# block 1

File: config.mk
export PLATFORM = sky130hd
export DESIGN_NAME = pulse_seq_arbiter
export DESIGN_NICKNAME = d
export VERILOG_FILES = /design/src/rtl/pulse_seq_arbiter.sv
export SDC_FILE = /design/constraint.sdc
export NUM_CORES = 1
export LEC_CHECK = 0
export ABC_AREA = 1
export CORE_MARGIN = 4
export CORE_UTILIZATION = 53
export DETAILED_ROUTE_END_ITERATION = 6
export PLACE_DENSITY = 0.84
export SLEW_MARGIN = 20
export SYNTH_ARGS = -nofsm -noshare
export SYNTH_HDL_FRONTEND = slang
export SYNTH_SLANG_ARGS = --single-unit
File: constraint.sdc
create_clock -name clk -period 3.08 [get_ports clk]
set_clock_uncertainty 0.1 [all_clocks]
set_input_delay 0.77 -clock clk [delete_from_list [all_inputs] [get_ports clk]]
set_output_delay 0.77 -clock clk [all_outputs]
set_load 0.005 [all_outputs]
File: src/rtl/pulse_seq_arbiter.sv
// pulse_seq_arbiter: round-robin arbiter sharing one x/y pulse pair among NREQ requesters
// Ports: clk, reset_n (async, active-low); req_i level requests; ycnt_i per-requester
// y counts; abort_i cancels a running sequence; gnt_o one-hot grant; done_o one-hot
// completion pulse; x_o/y_o shared pulse lines; busy_o high outside IDLE.
module pulse_seq_arbiter #(
  parameter int NREQ = 4,
  parameter int CW = 2
) (
  input  logic                 clk,
  input  logic                 reset_n,
  input  logic [NREQ-1:0]      req_i,
  input  logic [NREQ*CW-1:0]   ycnt_i,
  input  logic                 abort_i,
  output logic [NREQ-1:0]      gnt_o,
  output logic [NREQ-1:0]      done_o,
  output logic                 x_o,
  output logic                 y_o,
  output logic                 busy_o
);
  localparam int PW = $clog2(NREQ);
  localparam logic [2:0] S_IDLE = 3'd0, S_X1 = 3'd1, S_Y = 3'd2, S_X2 = 3'd3, S_DONE = 3'd4;
  logic [2:0]      state;
  logic [NREQ-1:0] gnt;
  logic [PW-1:0]   ptr, widx, win_idx, idx, nxt_ptr;
  logic [CW-1:0]   cnt, wcnt;
  logic            found, stop;
  // search upward from ptr with wrap; first hit wins
  always_comb begin
    found = 1'b0;
    win_idx = '0;
    idx = '0;
    wcnt = '0;
    for (int i = 0; i < NREQ; i++) begin
      idx = PW'((int'(ptr) + i) % NREQ);
      if (!found && req_i[idx]) begin
        found = 1'b1;
        win_idx = idx;
      end
    end
    for (int i = 0; i < NREQ; i++)
      if (PW'(i) == win_idx) wcnt = ycnt_i[i*CW +: CW];
  end
  assign nxt_ptr = (widx == PW'(NREQ - 1)) ? '0 : widx + 1'b1;
  assign stop = abort_i && (state == S_X1 || state == S_Y || state == S_X2);
  always_ff @(posedge clk or negedge reset_n) begin
    if (!reset_n) begin
      state <= S_IDLE;
      gnt <= '0;
      ptr <= '0;
      widx <= '0;
      cnt <= '0;
    end else if (stop || state == S_DONE) begin
      state <= S_IDLE;
      gnt <= '0;
      ptr <= nxt_ptr;
    end else if (state == S_IDLE) begin
      if (found) begin
        state <= S_X1;
        gnt <= NREQ'(1) << win_idx;
        widx <= win_idx;
        cnt <= wcnt;
      end
    end else if (state == S_X1) begin
      state <= (cnt != '0) ? S_Y : S_X2;
    end else if (state == S_Y) begin
      cnt <= cnt - 1'b1;
      state <= (cnt == CW'(1)) ? S_X2 : S_Y;
    end else begin
      state <= S_DONE;
    end
  end
  assign busy_o = state != S_IDLE;
  assign x_o = state == S_X1 || state == S_X2;
  assign y_o = state == S_Y;
  assign gnt_o = busy_o ? gnt : '0;
  assign done_o = (state == S_DONE) ? gnt : '0;
endmodule

==> ci_impl_report.md <==
## PnR job results

| Metric | Value |
|---|---|
| Run status | finished, final reports clean |
| Synth Flop Type | dfrtp_1 |
| Crit-path max FO | 8 |
| Leak | 0.712 nW |
| Clk sinks | 13 |
| Layout cells sized above 1 | 13.4% |
| Crit path to | busy_o |
| Worst Setup SP | state[2] |
| Setup_tns | 0 ps |
| Layer with the highest usage | met2 |
| Met3 WL post-DR | 116 µm |
| Die width | 53.3 µm |
| Yosys top cell by instances | nand2_1 |
| Max Used Layer | met4 |
| Synth top area cells | dfrtp_1 30%, nand2_1 14%, inv_1 10%, nand3_1 7.4%, nor2_1 6.6% |
| Leading area contributor after synthesis | dfrtp_1 |
| Final setup viols | 0 |
| Pins Over Slew Limit | 0 |
| GPL Wtd Cong | 0.925 |
| Post-route core utilization | 71.1% |
| Final antenna-violating net count | 0 |
power breakdown:
group / leakage [nW] / switching [mW] / internal, mW
logic: 0.533 / 0.719 / 0.419
clock network: 0.0150 / 0.0586 / 0.0501
registers: 0.164 / 0.0715 / 0.246
area by class of cell:
type | instances | area, µm²
inverters | 35 | 134
flip-flops and latches | 13 | 325
fillers | 175 | 567
repair buffers | 26 | 258
clock buffers | 4 | 26.3
well taps | 27 | 33.8
multi-input cells | 116 | 618
metrics by stage:
step	setup slack [ps]	total power, mW	std cells	hold slack [ps]
final	241	1.56	221	412
after global routing	133	1.73	221	444
after CTS	260	1.57	221	415
after detailed placement	369	1.45	217	396
after global placement	407	1.41	217	375
after floorplan	1050	1.17	165	357
critical path: stages (launching register included):
cell             delay [ps]
dfrtp_1                 420
nor2_1                  240
inv_1                   110
nor2_2                  320
inv_1                   140
clkdlybuf4s50_1         470
state kept, by name, summed over array words and instances, names as in the netlist:
signal,cells
cnt,2
gnt,4
ptr,2
state,3
widx,2
Figure 1. Wiring by layer (block 1).
The bar under the picture is 20 µm long.
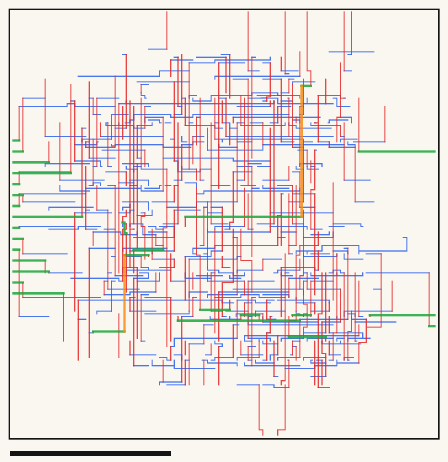
- M1: blue (wire length 1190 µm)
- M3: green (wire length 117 µm)
- M2: red (wire length 1310 µm)
- M4: orange (wire length 25.8 µm)

Figure 2. Sizing map (block 1).
The bar under the picture is 20 µm long.
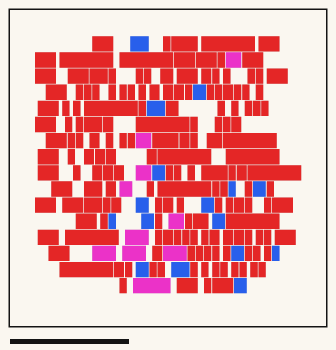
- x2: blue (cells 16; most used nand2_2)
- x1 and smaller: red (cells 168; most used nand2_1)
- x3 and x4: magenta (cells 10)


# block 2

Figure 3. M4 wires (block 2).
Supply wires on this layer in gray.
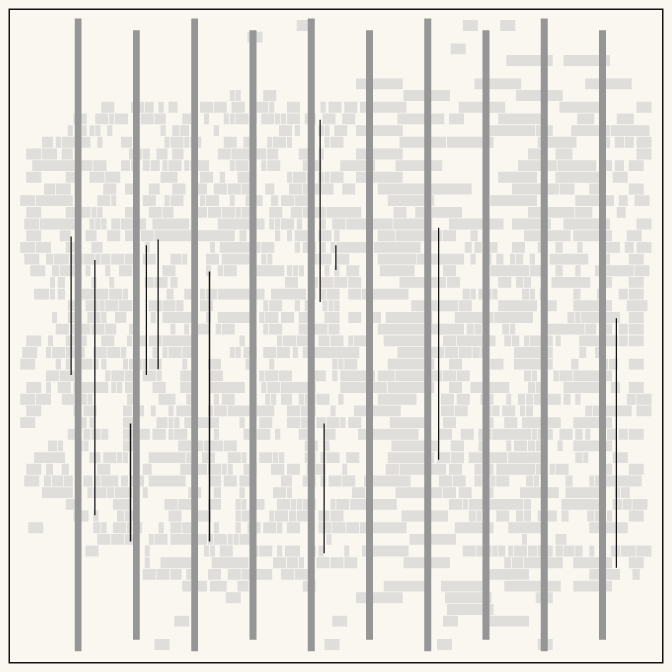
Figure 4. Wiring by layer (block 2).
The bar under the picture is 50 µm long.
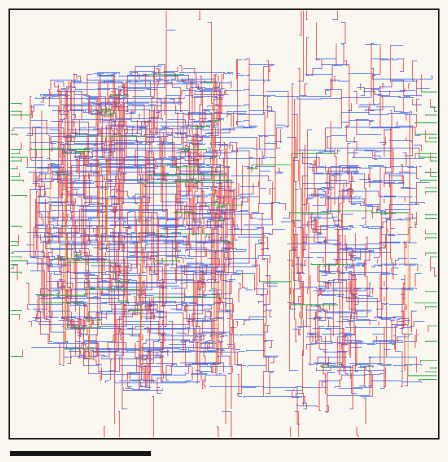
Figure 5. Placement view (block 2).
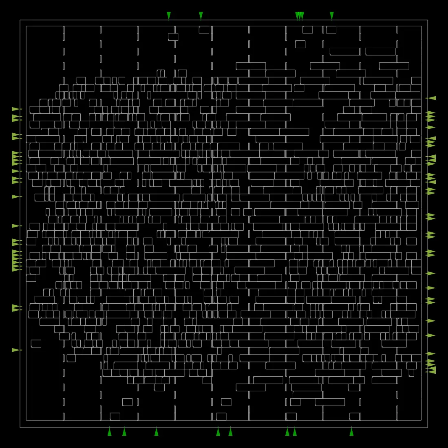
## config.mk

```make
export PLATFORM = sky130hd
export DESIGN_NAME = gf_mul_16_pipe
export DESIGN_NICKNAME = d
export VERILOG_FILES = /design/src/rtl/gf_mul_16_pipe.sv
export SDC_FILE = /design/constraint.sdc
export NUM_CORES = 1
export LEC_CHECK = 0
export CAP_MARGIN = 25
export CORE_MARGIN = 2
export CORE_UTILIZATION = 40
export DETAILED_ROUTE_END_ITERATION = 7
export SLEW_MARGIN = 20
export SYNTH_ARGS = -nofsm -noshare
export SYNTH_HDL_FRONTEND = slang
export SYNTH_SLANG_ARGS = --single-unit
```

## constraint.sdc

```tcl
create_clock -name i_clk -period 3.6 [get_ports i_clk]
set_input_delay 0.72 -clock i_clk [delete_from_list [all_inputs] [get_ports i_clk]]
set_output_delay 0.72 -clock i_clk [all_outputs]
set_load 0.03 [all_outputs]
```

## src/rtl/gf_mul_16_pipe.sv

```systemverilog
// Pipelined GF(2^16) multiplier / multiply-accumulator over GF(2^8)[z]/(z^2 + z + 0x20).
// Limb partial products are formed on entry; the tower combine and accumulation sit at the output stage.
module gf_mul_16_pipe #(
  parameter int PIPE_STAGES = 3,
  parameter int TAG_W       = 8,
  parameter int MAC_EN      = 1
) (
  input  logic             i_clk,
  input  logic             i_rst_n,
  input  logic             i_valid,
  output logic             o_ready,
  input  logic [15:0]      i_x,
  input  logic [15:0]      i_y,
  input  logic             i_mode,
  input  logic             i_last,
  input  logic [TAG_W-1:0] i_tag,
  output logic             o_valid,
  input  logic             i_ready,
  output logic [15:0]      o_o,
  output logic [TAG_W-1:0] o_tag
);

  // Stages ahead of the output register.
  localparam int D = PIPE_STAGES - 1;

  // GF(2^8) multiply, reduction polynomial 0x11B.
  function automatic logic [7:0] gf8_mul(input logic [7:0] a, input logic [7:0] b);
    logic [7:0] acc;
    logic [7:0] sh;
    // NOTE: blocking assignments are correct here; this is combinational
    // iteration inside a function, not sequential state.
    acc = 8'h00;
    sh  = a;
    for (int i = 0; i < 8; i++) begin
      if (b[i]) acc = acc ^ sh;
      sh = {sh[6:0], 1'b0} ^ (sh[7] ? 8'h1B : 8'h00);
    end
    return acc;
  endfunction

  // Entry partials: {x1y1, x0y1 ^ x1y0, x0y0}.
  logic [23:0] pp_in;
  assign pp_in = {gf8_mul(i_x[15:8], i_y[15:8]),
                  gf8_mul(i_x[7:0], i_y[15:8]) ^ gf8_mul(i_x[15:8], i_y[7:0]),
                  gf8_mul(i_x[7:0], i_y[7:0])};

  logic             advance;
  logic             out_v;
  logic [15:0]      out_d;
  logic [TAG_W-1:0] out_t;
  logic [15:0]      acc;

  // Whole pipeline moves together; it freezes only when the output is held.
  assign advance = !out_v || i_ready;
  assign o_ready = advance;

  logic [D-1:0]     s_v;
  logic [23:0]      s_pp   [D];
  logic [TAG_W-1:0] s_tag  [D];
  logic             s_mode [D];
  logic             s_last [D];

  always_ff @(posedge i_clk or negedge i_rst_n) begin
    if (!i_rst_n) begin
      s_v <= '0;
    end else if (advance) begin
      s_v[0] <= i_valid;
      for (int i = 1; i < D; i++) s_v[i] <= s_v[i-1];
    end
  end

  // NOTE: payload registers carry no reset; the per-stage valid bits alone
  // decide whether their contents are ever used.
  always_ff @(posedge i_clk) begin
    if (advance) begin
      s_pp[0]   <= pp_in;
      s_tag[0]  <= i_tag;
      s_mode[0] <= i_mode;
      s_last[0] <= i_last;
      for (int i = 1; i < D; i++) begin
        s_pp[i]   <= s_pp[i-1];
        s_tag[i]  <= s_tag[i-1];
        s_mode[i] <= s_mode[i-1];
        s_last[i] <= s_last[i-1];
      end
    end
  end

  logic [7:0]  hi;
  logic [7:0]  mid;
  logic [7:0]  lo;
  logic [15:0] prod;
  logic        eff_mac;

  assign {hi, mid, lo} = s_pp[D-1];
  // z^2 = z + 0x20 folds the x1y1 term into both limbs.
  assign prod    = {mid ^ hi, lo ^ gf8_mul(hi, 8'h20)};
  assign eff_mac = (MAC_EN != 0) && s_mode[D-1];

  // The pipeline is frozen while a result waits, so clearing the accumulator
  // when the last beat loads is indistinguishable from clearing at handshake.
  always_ff @(posedge i_clk or negedge i_rst_n) begin
    if (!i_rst_n) begin
      out_v <= 1'b0;
      out_d <= '0;
      out_t <= '0;
      acc   <= '0;
    end else if (advance) begin
      out_v <= 1'b0;
      if (s_v[D-1]) begin
        if (eff_mac && !s_last[D-1]) begin
          acc <= acc ^ prod;
        end else begin
          out_v <= 1'b1;
          out_d <= eff_mac ? (acc ^ prod) : prod;
          out_t <= s_tag[D-1];
          if (eff_mac) acc <= '0;
        end
      end
    end
  end

  assign o_valid = out_v;
  assign o_o     = out_v ? out_d : 16'h0000;
  assign o_tag   = out_v ? out_t : '0;

endmodule
```

==> ci_impl_report.md <==
## PnR job results

| Metric | Value |
|---|---|
| Run status | finished, final reports clean |
| H-Tree Depth | 3 |
| Root buf cell | clkbuf_16 |
| Setup_tns | 0 ps |
| Period minus WS final | 3230 ps |
| Pwr top | combinational cells |
| Yosys stat cell total | 954 |
| CTS tree | done |
| Worst vdd ir | 0.310 mV |
| Worst Setup End Kind | flip-flop |
| Synth cell types | 37 |
| CTS Buffer Depth | 2 |
| Pint | 4.38 mW |
| Setup bufs post-CTS | 0 |
| Worst R2R Path Depth | 7 |
Notes on Figure 3 above:
- wire length on this layer: 430 µm
- main direction: vertical
- nets with wire on the layer: 11
- longest straight run: 62.6 µm
- share of all routed wire: 2.2%

Notes on Figure 4 above:
- M3: green (wire length 767 µm)
- M1: blue (wire length 9340 µm)
- M2: red (wire length 9480 µm)
- M4: orange (wire length 430 µm)

Notes on Figure 5 above:
Final Non-Filler Cells: 1298
tapcell count: 280

==> routing by layer <==
metal	part of all wire (%)	track usage (%)
met1	47	24.0
met4	2.1	5.34
met2	47	28.5
met5	0	0
met3	3.8	1.63
==> registers in the layout, indices dropped and copies added, names as in the netlist <==
signal   cells
s_mode       2
s_v          2
s_pp        48
s_tag       16
s_last       2
o_valid      1
out_t        8
acc         16
out_d       16
==> Yosys cell counts (4+ instances only) <==
cell type	number	area share (%)
nand2_1	262	11
xnor2_1	209	21
edfxtp_1	68	23
xor2_1	62	6.2
dfrtp_1	43	12
clkbuf_1	42	1.8
o21ai_0	39	2.2
and2_1	24	1.7
a21oi_1	22	1.3
buf_1	17	0.73
xnor3_1	16	4.1
mux2i_1	15	1.7
nor3_1	14	0.80
buf_2	13	0.74
mux2_2	13	1.7
nor2_1	13	0.56
nand3_1	11	0.63
xor3_1	10	2.7
nand2b_1	8	0.57
o22ai_1	7	0.50
a22oi_1	6	0.52
inv_1	5	0.21
nor2b_1	5	0.36
o221ai_1	5	0.50
buf_4	4	0.34
o221a_2	4	0.52
==> critical path: cells and delay by family <==
kind                      cells  cell delay [ps]
xor gates and xnor gates      5             1320
buffers and inverters         3             1140
and+or+nand+nor               1              100

# block 3

==> src/rtl/tick_source_if.sv <==
// rtl/tick_source_if.sv - byte ingress and Q16.16 sample egress handshake bundle
interface tick_source_if;
    logic        byte_valid;
    logic [7:0]  byte_data;
    logic        byte_sof;
    logic        out_valid;
    logic        out_ready;
    logic [31:0] out_data;

    modport master (
        output byte_valid,
        output byte_data,
        output byte_sof,
        output out_ready,
        input  out_valid,
        input  out_data
    );

    modport slave (
        input  byte_valid,
        input  byte_data,
        input  byte_sof,
        input  out_ready,
        output out_valid,
        output out_data
    );
endinterface

==> src/rtl/tick_source.sv <==
// rtl/tick_source.sv - byte-stream word framer with output FIFO and error counters
module tick_source #(
    parameter int DEPTH = 16,
    parameter int CNT_W = 16
) (
    input  logic                     clk,
    input  logic                     rst_n,
    tick_source_if.slave             s,
    output logic [$clog2(DEPTH):0]   level,
    output logic [CNT_W-1:0]         drop_count,
    output logic [CNT_W-1:0]         frame_err_count
);

    localparam int AW = $clog2(DEPTH);
    localparam int PW = AW + 1;

    typedef enum logic [1:0] {
        IDLE = 2'd0,
        GOT1 = 2'd1,
        GOT2 = 2'd2,
        GOT3 = 2'd3
    } asm_state_t;

    asm_state_t  state_q, state_d;
    logic [23:0] hold_q, hold_d;
    logic        push_req;
    logic        frame_err;
    logic [31:0] push_word;

    logic [31:0] mem [DEPTH];
    logic [PW-1:0] wr_ptr, rd_ptr, rd_next;
    logic [31:0] out_data_q, out_data_d;
    logic        full, empty, pop, push_ok, drop;

    // Assembler state and partial-word register
    always_ff @(posedge clk or negedge rst_n) begin
        if (!rst_n) begin
            state_q <= IDLE;
            hold_q  <= '0;
        end else begin
            state_q <= state_d;
            hold_q  <= hold_d;
        end
    end

    // Assembler next state: a sof byte always starts a fresh word, aborting any partial one
    always_comb begin
        state_d   = state_q;
        hold_d    = hold_q;
        push_req  = 1'b0;
        frame_err = 1'b0;
        if (s.byte_valid) begin
            case (state_q)
                IDLE: begin
                    if (s.byte_sof) begin
                        hold_d[23:16] = s.byte_data;
                        state_d       = GOT1;
                    end else begin
                        frame_err = 1'b1;
                    end
                end
                GOT1: begin
                    if (s.byte_sof) begin
                        frame_err     = 1'b1;
                        hold_d[23:16] = s.byte_data;
                        state_d       = GOT1;
                    end else begin
                        hold_d[15:8] = s.byte_data;
                        state_d      = GOT2;
                    end
                end
                GOT2: begin
                    if (s.byte_sof) begin
                        frame_err     = 1'b1;
                        hold_d[23:16] = s.byte_data;
                        state_d       = GOT1;
                    end else begin
                        hold_d[7:0] = s.byte_data;
                        state_d     = GOT3;
                    end
                end
                GOT3: begin
                    if (s.byte_sof) begin
                        frame_err     = 1'b1;
                        hold_d[23:16] = s.byte_data;
                        state_d       = GOT1;
                    end else begin
                        push_req = 1'b1;
                        state_d  = IDLE;
                    end
                end
                default: state_d = IDLE;
            endcase
        end
    end

    assign push_word = {hold_q, s.byte_data};

    assign empty   = (wr_ptr == rd_ptr);
    assign full    = (wr_ptr[AW] != rd_ptr[AW]) && (wr_ptr[AW-1:0] == rd_ptr[AW-1:0]);
    assign pop     = !empty && s.out_ready;
    assign push_ok = push_req && (!full || pop);
    assign drop    = push_req && full && !pop;
    assign rd_next = rd_ptr + {{AW{1'b0}}, pop};

    // Next head value: an existing entry if one remains, else the word being pushed, else hold
    always_comb begin
        out_data_d = out_data_q;
        if (rd_next != wr_ptr) begin
            out_data_d = mem[rd_next[AW-1:0]];
        end else if (push_ok) begin
            out_data_d = push_word;
        end
    end

    // FIFO storage write; contents need no reset since pointers gate visibility
    always_ff @(posedge clk) begin
        if (push_ok) begin
            mem[wr_ptr[AW-1:0]] <= push_word;
        end
    end

    // FIFO pointers and registered head word
    always_ff @(posedge clk or negedge rst_n) begin
        if (!rst_n) begin
            wr_ptr     <= '0;
            rd_ptr     <= '0;
            out_data_q <= '0;
        end else begin
            if (push_ok) begin
                wr_ptr <= wr_ptr + {{AW{1'b0}}, 1'b1};
            end
            rd_ptr     <= rd_next;
            out_data_q <= out_data_d;
        end
    end

    // Saturating error counters
    always_ff @(posedge clk or negedge rst_n) begin
        if (!rst_n) begin
            drop_count      <= '0;
            frame_err_count <= '0;
        end else begin
            if (drop && (drop_count != {CNT_W{1'b1}})) begin
                drop_count <= drop_count + 1'b1;
            end
            if (frame_err && (frame_err_count != {CNT_W{1'b1}})) begin
                frame_err_count <= frame_err_count + 1'b1;
            end
        end
    end

    assign s.out_valid = !empty;
    assign s.out_data  = out_data_q;
    assign level       = wr_ptr - rd_ptr;

endmodule

==> src/flat_wrapper.sv <==
// flat-port wrapper written by rule: the top's interface ports become plain ports
module tick_source_flat 
#(
    parameter int DEPTH = 16,
    parameter int CNT_W = 16
)
  (clk, rst_n, level, drop_count, frame_err_count, s_byte_valid, s_byte_data, s_byte_sof, s_out_ready, s_out_valid, s_out_data);
  tick_source_if s_i ();
  input  logic clk;
  input  logic rst_n;
  output logic [$clog2(DEPTH):0] level;
  output logic [CNT_W-1:0] drop_count;
  output logic [CNT_W-1:0] frame_err_count;
  input wire logic [$bits(s_i.byte_valid)-1:0] s_byte_valid;
  input wire logic [$bits(s_i.byte_data)-1:0] s_byte_data;
  input wire logic [$bits(s_i.byte_sof)-1:0] s_byte_sof;
  input wire logic [$bits(s_i.out_ready)-1:0] s_out_ready;
  output wire logic [$bits(s_i.out_valid)-1:0] s_out_valid;
  output wire logic [$bits(s_i.out_data)-1:0] s_out_data;
  assign s_i.byte_valid = s_byte_valid;
  assign s_i.byte_data = s_byte_data;
  assign s_i.byte_sof = s_byte_sof;
  assign s_i.out_ready = s_out_ready;
  assign s_out_valid = s_i.out_valid;
  assign s_out_data = s_i.out_data;
  tick_source #(.DEPTH(DEPTH), .CNT_W(CNT_W)) u_core (.clk(clk), .rst_n(rst_n), .s(s_i), .level(level), .drop_count(drop_count), .frame_err_count(frame_err_count));
endmodule
==> config.mk <==
export PLATFORM = sky130hd
export DESIGN_NAME = tick_source_flat
export DESIGN_NICKNAME = d
export VERILOG_FILES = /design/src/rtl/tick_source_if.sv /design/src/rtl/tick_source.sv /design/src/flat_wrapper.sv
export SDC_FILE = /design/constraint.sdc
export NUM_CORES = 1
export LEC_CHECK = 0
export CAP_MARGIN = 5
export CORE_MARGIN = 1
export CORE_UTILIZATION = 68
export CTS_BUF_LIST = sky130_fd_sc_hd__clkbuf_4 sky130_fd_sc_hd__clkbuf_8
export DETAILED_ROUTE_END_ITERATION = 8
export HOLD_SLACK_MARGIN = 0.03
export PLACE_DENSITY = 0.94
export RECOVER_POWER = 100
export REMOVE_ABC_BUFFERS = 1
export SLEW_MARGIN = 10
export SYNTH_ARGS = -nofsm -noshare
export SYNTH_HDL_FRONTEND = slang
export SYNTH_SLANG_ARGS = --single-unit
==> constraint.sdc <==
create_clock -name clk -period 5.1 [get_ports clk]
set_input_delay 0.765 -clock clk [delete_from_list [all_inputs] [get_ports clk]]
set_output_delay 0.765 -clock clk [all_outputs]
set_load 0.02 [all_outputs]
Figure 6. Wiring by layer (block 3).
The bar under the picture is 50 µm long.
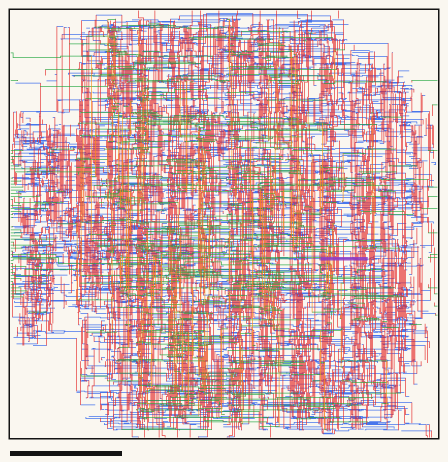
- M2: red (wire length 30.1 mm)
- M4: orange (wire length 3230 µm)
- M1: blue (wire length 20.7 mm)
- M3: green (wire length 7590 µm)
- M5: purple (wire length 19.3 µm)

Figure 7. Sizing map (block 3).
The bar under the picture is 50 µm long.
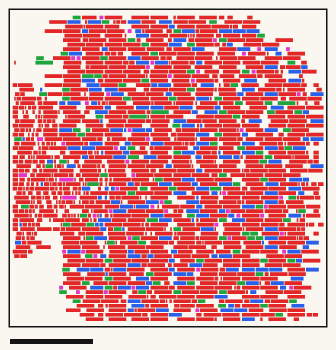
- x3 and x4: magenta (cells 55; most used clkbuf_4)
- x6 and larger: green (cells 115; most used clkbuf_8)
- x2: blue (cells 207; most used mux4_2)
- x1 and smaller: red (cells 1064; most used edfxtp_1)

Figure 8. Placement view (block 3).
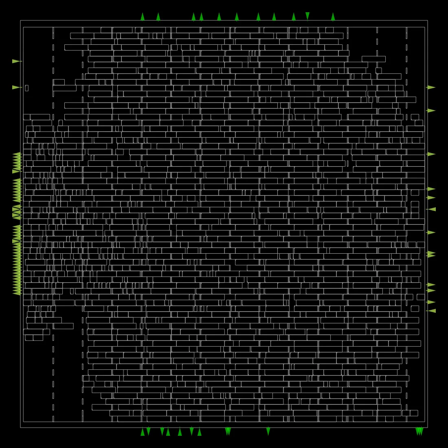
post-route core utilization: 79.3%
FILL cells: 1512

==> through the flow <==
step / utilization [%] / setup slack (ps)
2_1_floorplan: - / -2650
3_3_place_gp: 74.1 / 1200
3_5_place_dp: 74.1 / 1150
4_1_cts: 79.7 / 1150
5_1_grt: 79.3 / 495
6_report: 79.3 / 594
==> worst max-delay path, delay by kind of cell, from the launching register on <==
kind,cells,cell delay [ps]
AOI/OAI and AO/OA,1,560
adders and majority gates,1,350
buffers and inverters,1,870
DFF,1,600
and+or+nand+nor,4,1740
==> area by class of cell <==
cell class              count  area (µm²)  share of cell area [%]
clock inverters            35         277                    1.00
inverters                  15        56.3                   0.204
flip-flops and latches    612       17900                    64.8
diodes                      1        2.50                 0.00907
clock buffers             139        1700                    6.16
multi-input cells         520        6020                    21.8
repair buffers            120        1090                    3.94
well taps                 455         569                    2.06
==> logic make-up (layout without fill, tap and decap cells) <==
kind of cell,after synthesis,count (layout),share of synthesized area (%)
adder cells (fa/ha/maj),14,14,0.753
flip-flops,612,612,73.7
AND-OR/OR-AND,82,82,2.28
other,0,1,0
buffers and inverters,74,309,1.51
AND/OR/NAND/NOR,128,128,2.78
XOR/XNOR,44,44,1.65
multiplexers,252,252,17.3
==> ci_impl_report.md <==
## PnR job results

| Metric | Value |
|---|---|
| Initial antenna violation count | 3 |
| Worst Setup SP | u_core.wr_ptr[3] |
| Ys async rst share | 16.3% |
| Critical hold path startpoint | u_core.frame_err_count[11] |
| Max-area cell share | 63.4% |
| Dominant logic cell types in the final layout | 512 x edfxtp_1, 128 x mux4_2, 105 x clkbuf_8 |
| Final hold slack | 508 ps |
| Layer with the highest usage | met2 |
| Crit-path max FO | 11 |
| Worst slew pin tran | 2230 ps |
| GRT overflow | 0 |
| Worst Setup End Kind | flip-flop |
| Mapped Area | 24300 µm² |
| WL final | 61700 µm |
| Met1 Routed Length | 20700 µm |
| Max Used Layer | met5 |
| Pins Over Slew Limit | 123 |
| CTS Hold Bufs | 0 |
| Period utilization | 88.4% |
| TritonCTS Buffers | 92 |
| Register-to-register setup slack | 590 ps |
| GRT met3 Usage | 8.13% |
| Run status | complete, but fails checks |
| Critical Path AT | 4760 ps |
| Yosys stat cell total | 1206 |
| Met3 WL post-DR | 7590 µm |
| Clk network pwr share | 25.0% |
| Clock network power | 4.28 mW |
| Setup_tns | 0 ps |
| Most common logic cell in the routed design | edfxtp_1 |
| CTS tree | done |
| Layout cells sized above 1 | 26.2% |
| Max_cap viols | 6 |
| Final antenna-violating net count | 0 |
| Critical R2R Capture | u_core.mem[6][8] |
| Pint | 11.4 mW |
| Worst hold path type | flip-flop to flip-flop |
| Max reg flops | 512 |
| Relative slew slack | -48.5% |
| Yosys stat chip area | 24300 µm² |
| Failing checks | max-capacitance violations, max-slew violations |
| Net Sw Frac | 33.5% |
| Gr usage total | 35.3% |
| Synth cell types | 48 |


==> screenshots <==
The metal 3 layer.
image #1
The bar under the picture is 50 µm long.
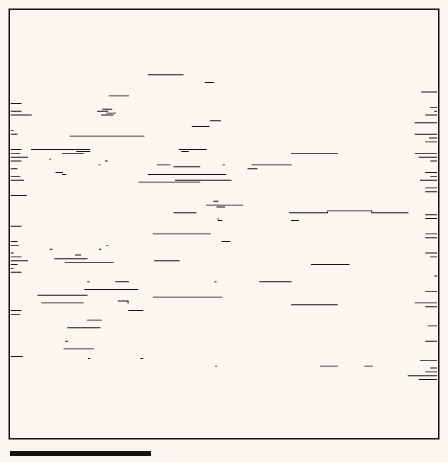
image #2
The bar under the picture is 50 µm long.
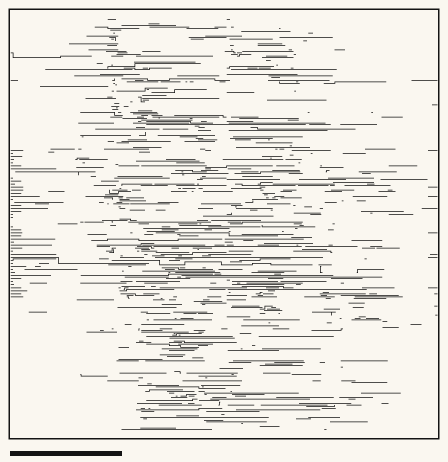
image #3
The bar under the picture is 20 µm long.
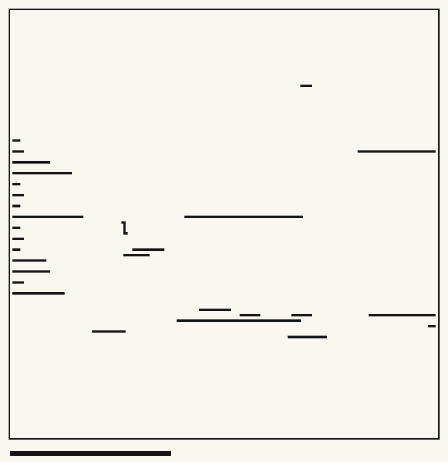
Block 3 is image #2.
Block 2 is image #1.
Block 1 is image #3.

Power figures rest on the tool's default switching activity, not on a simulated workload.
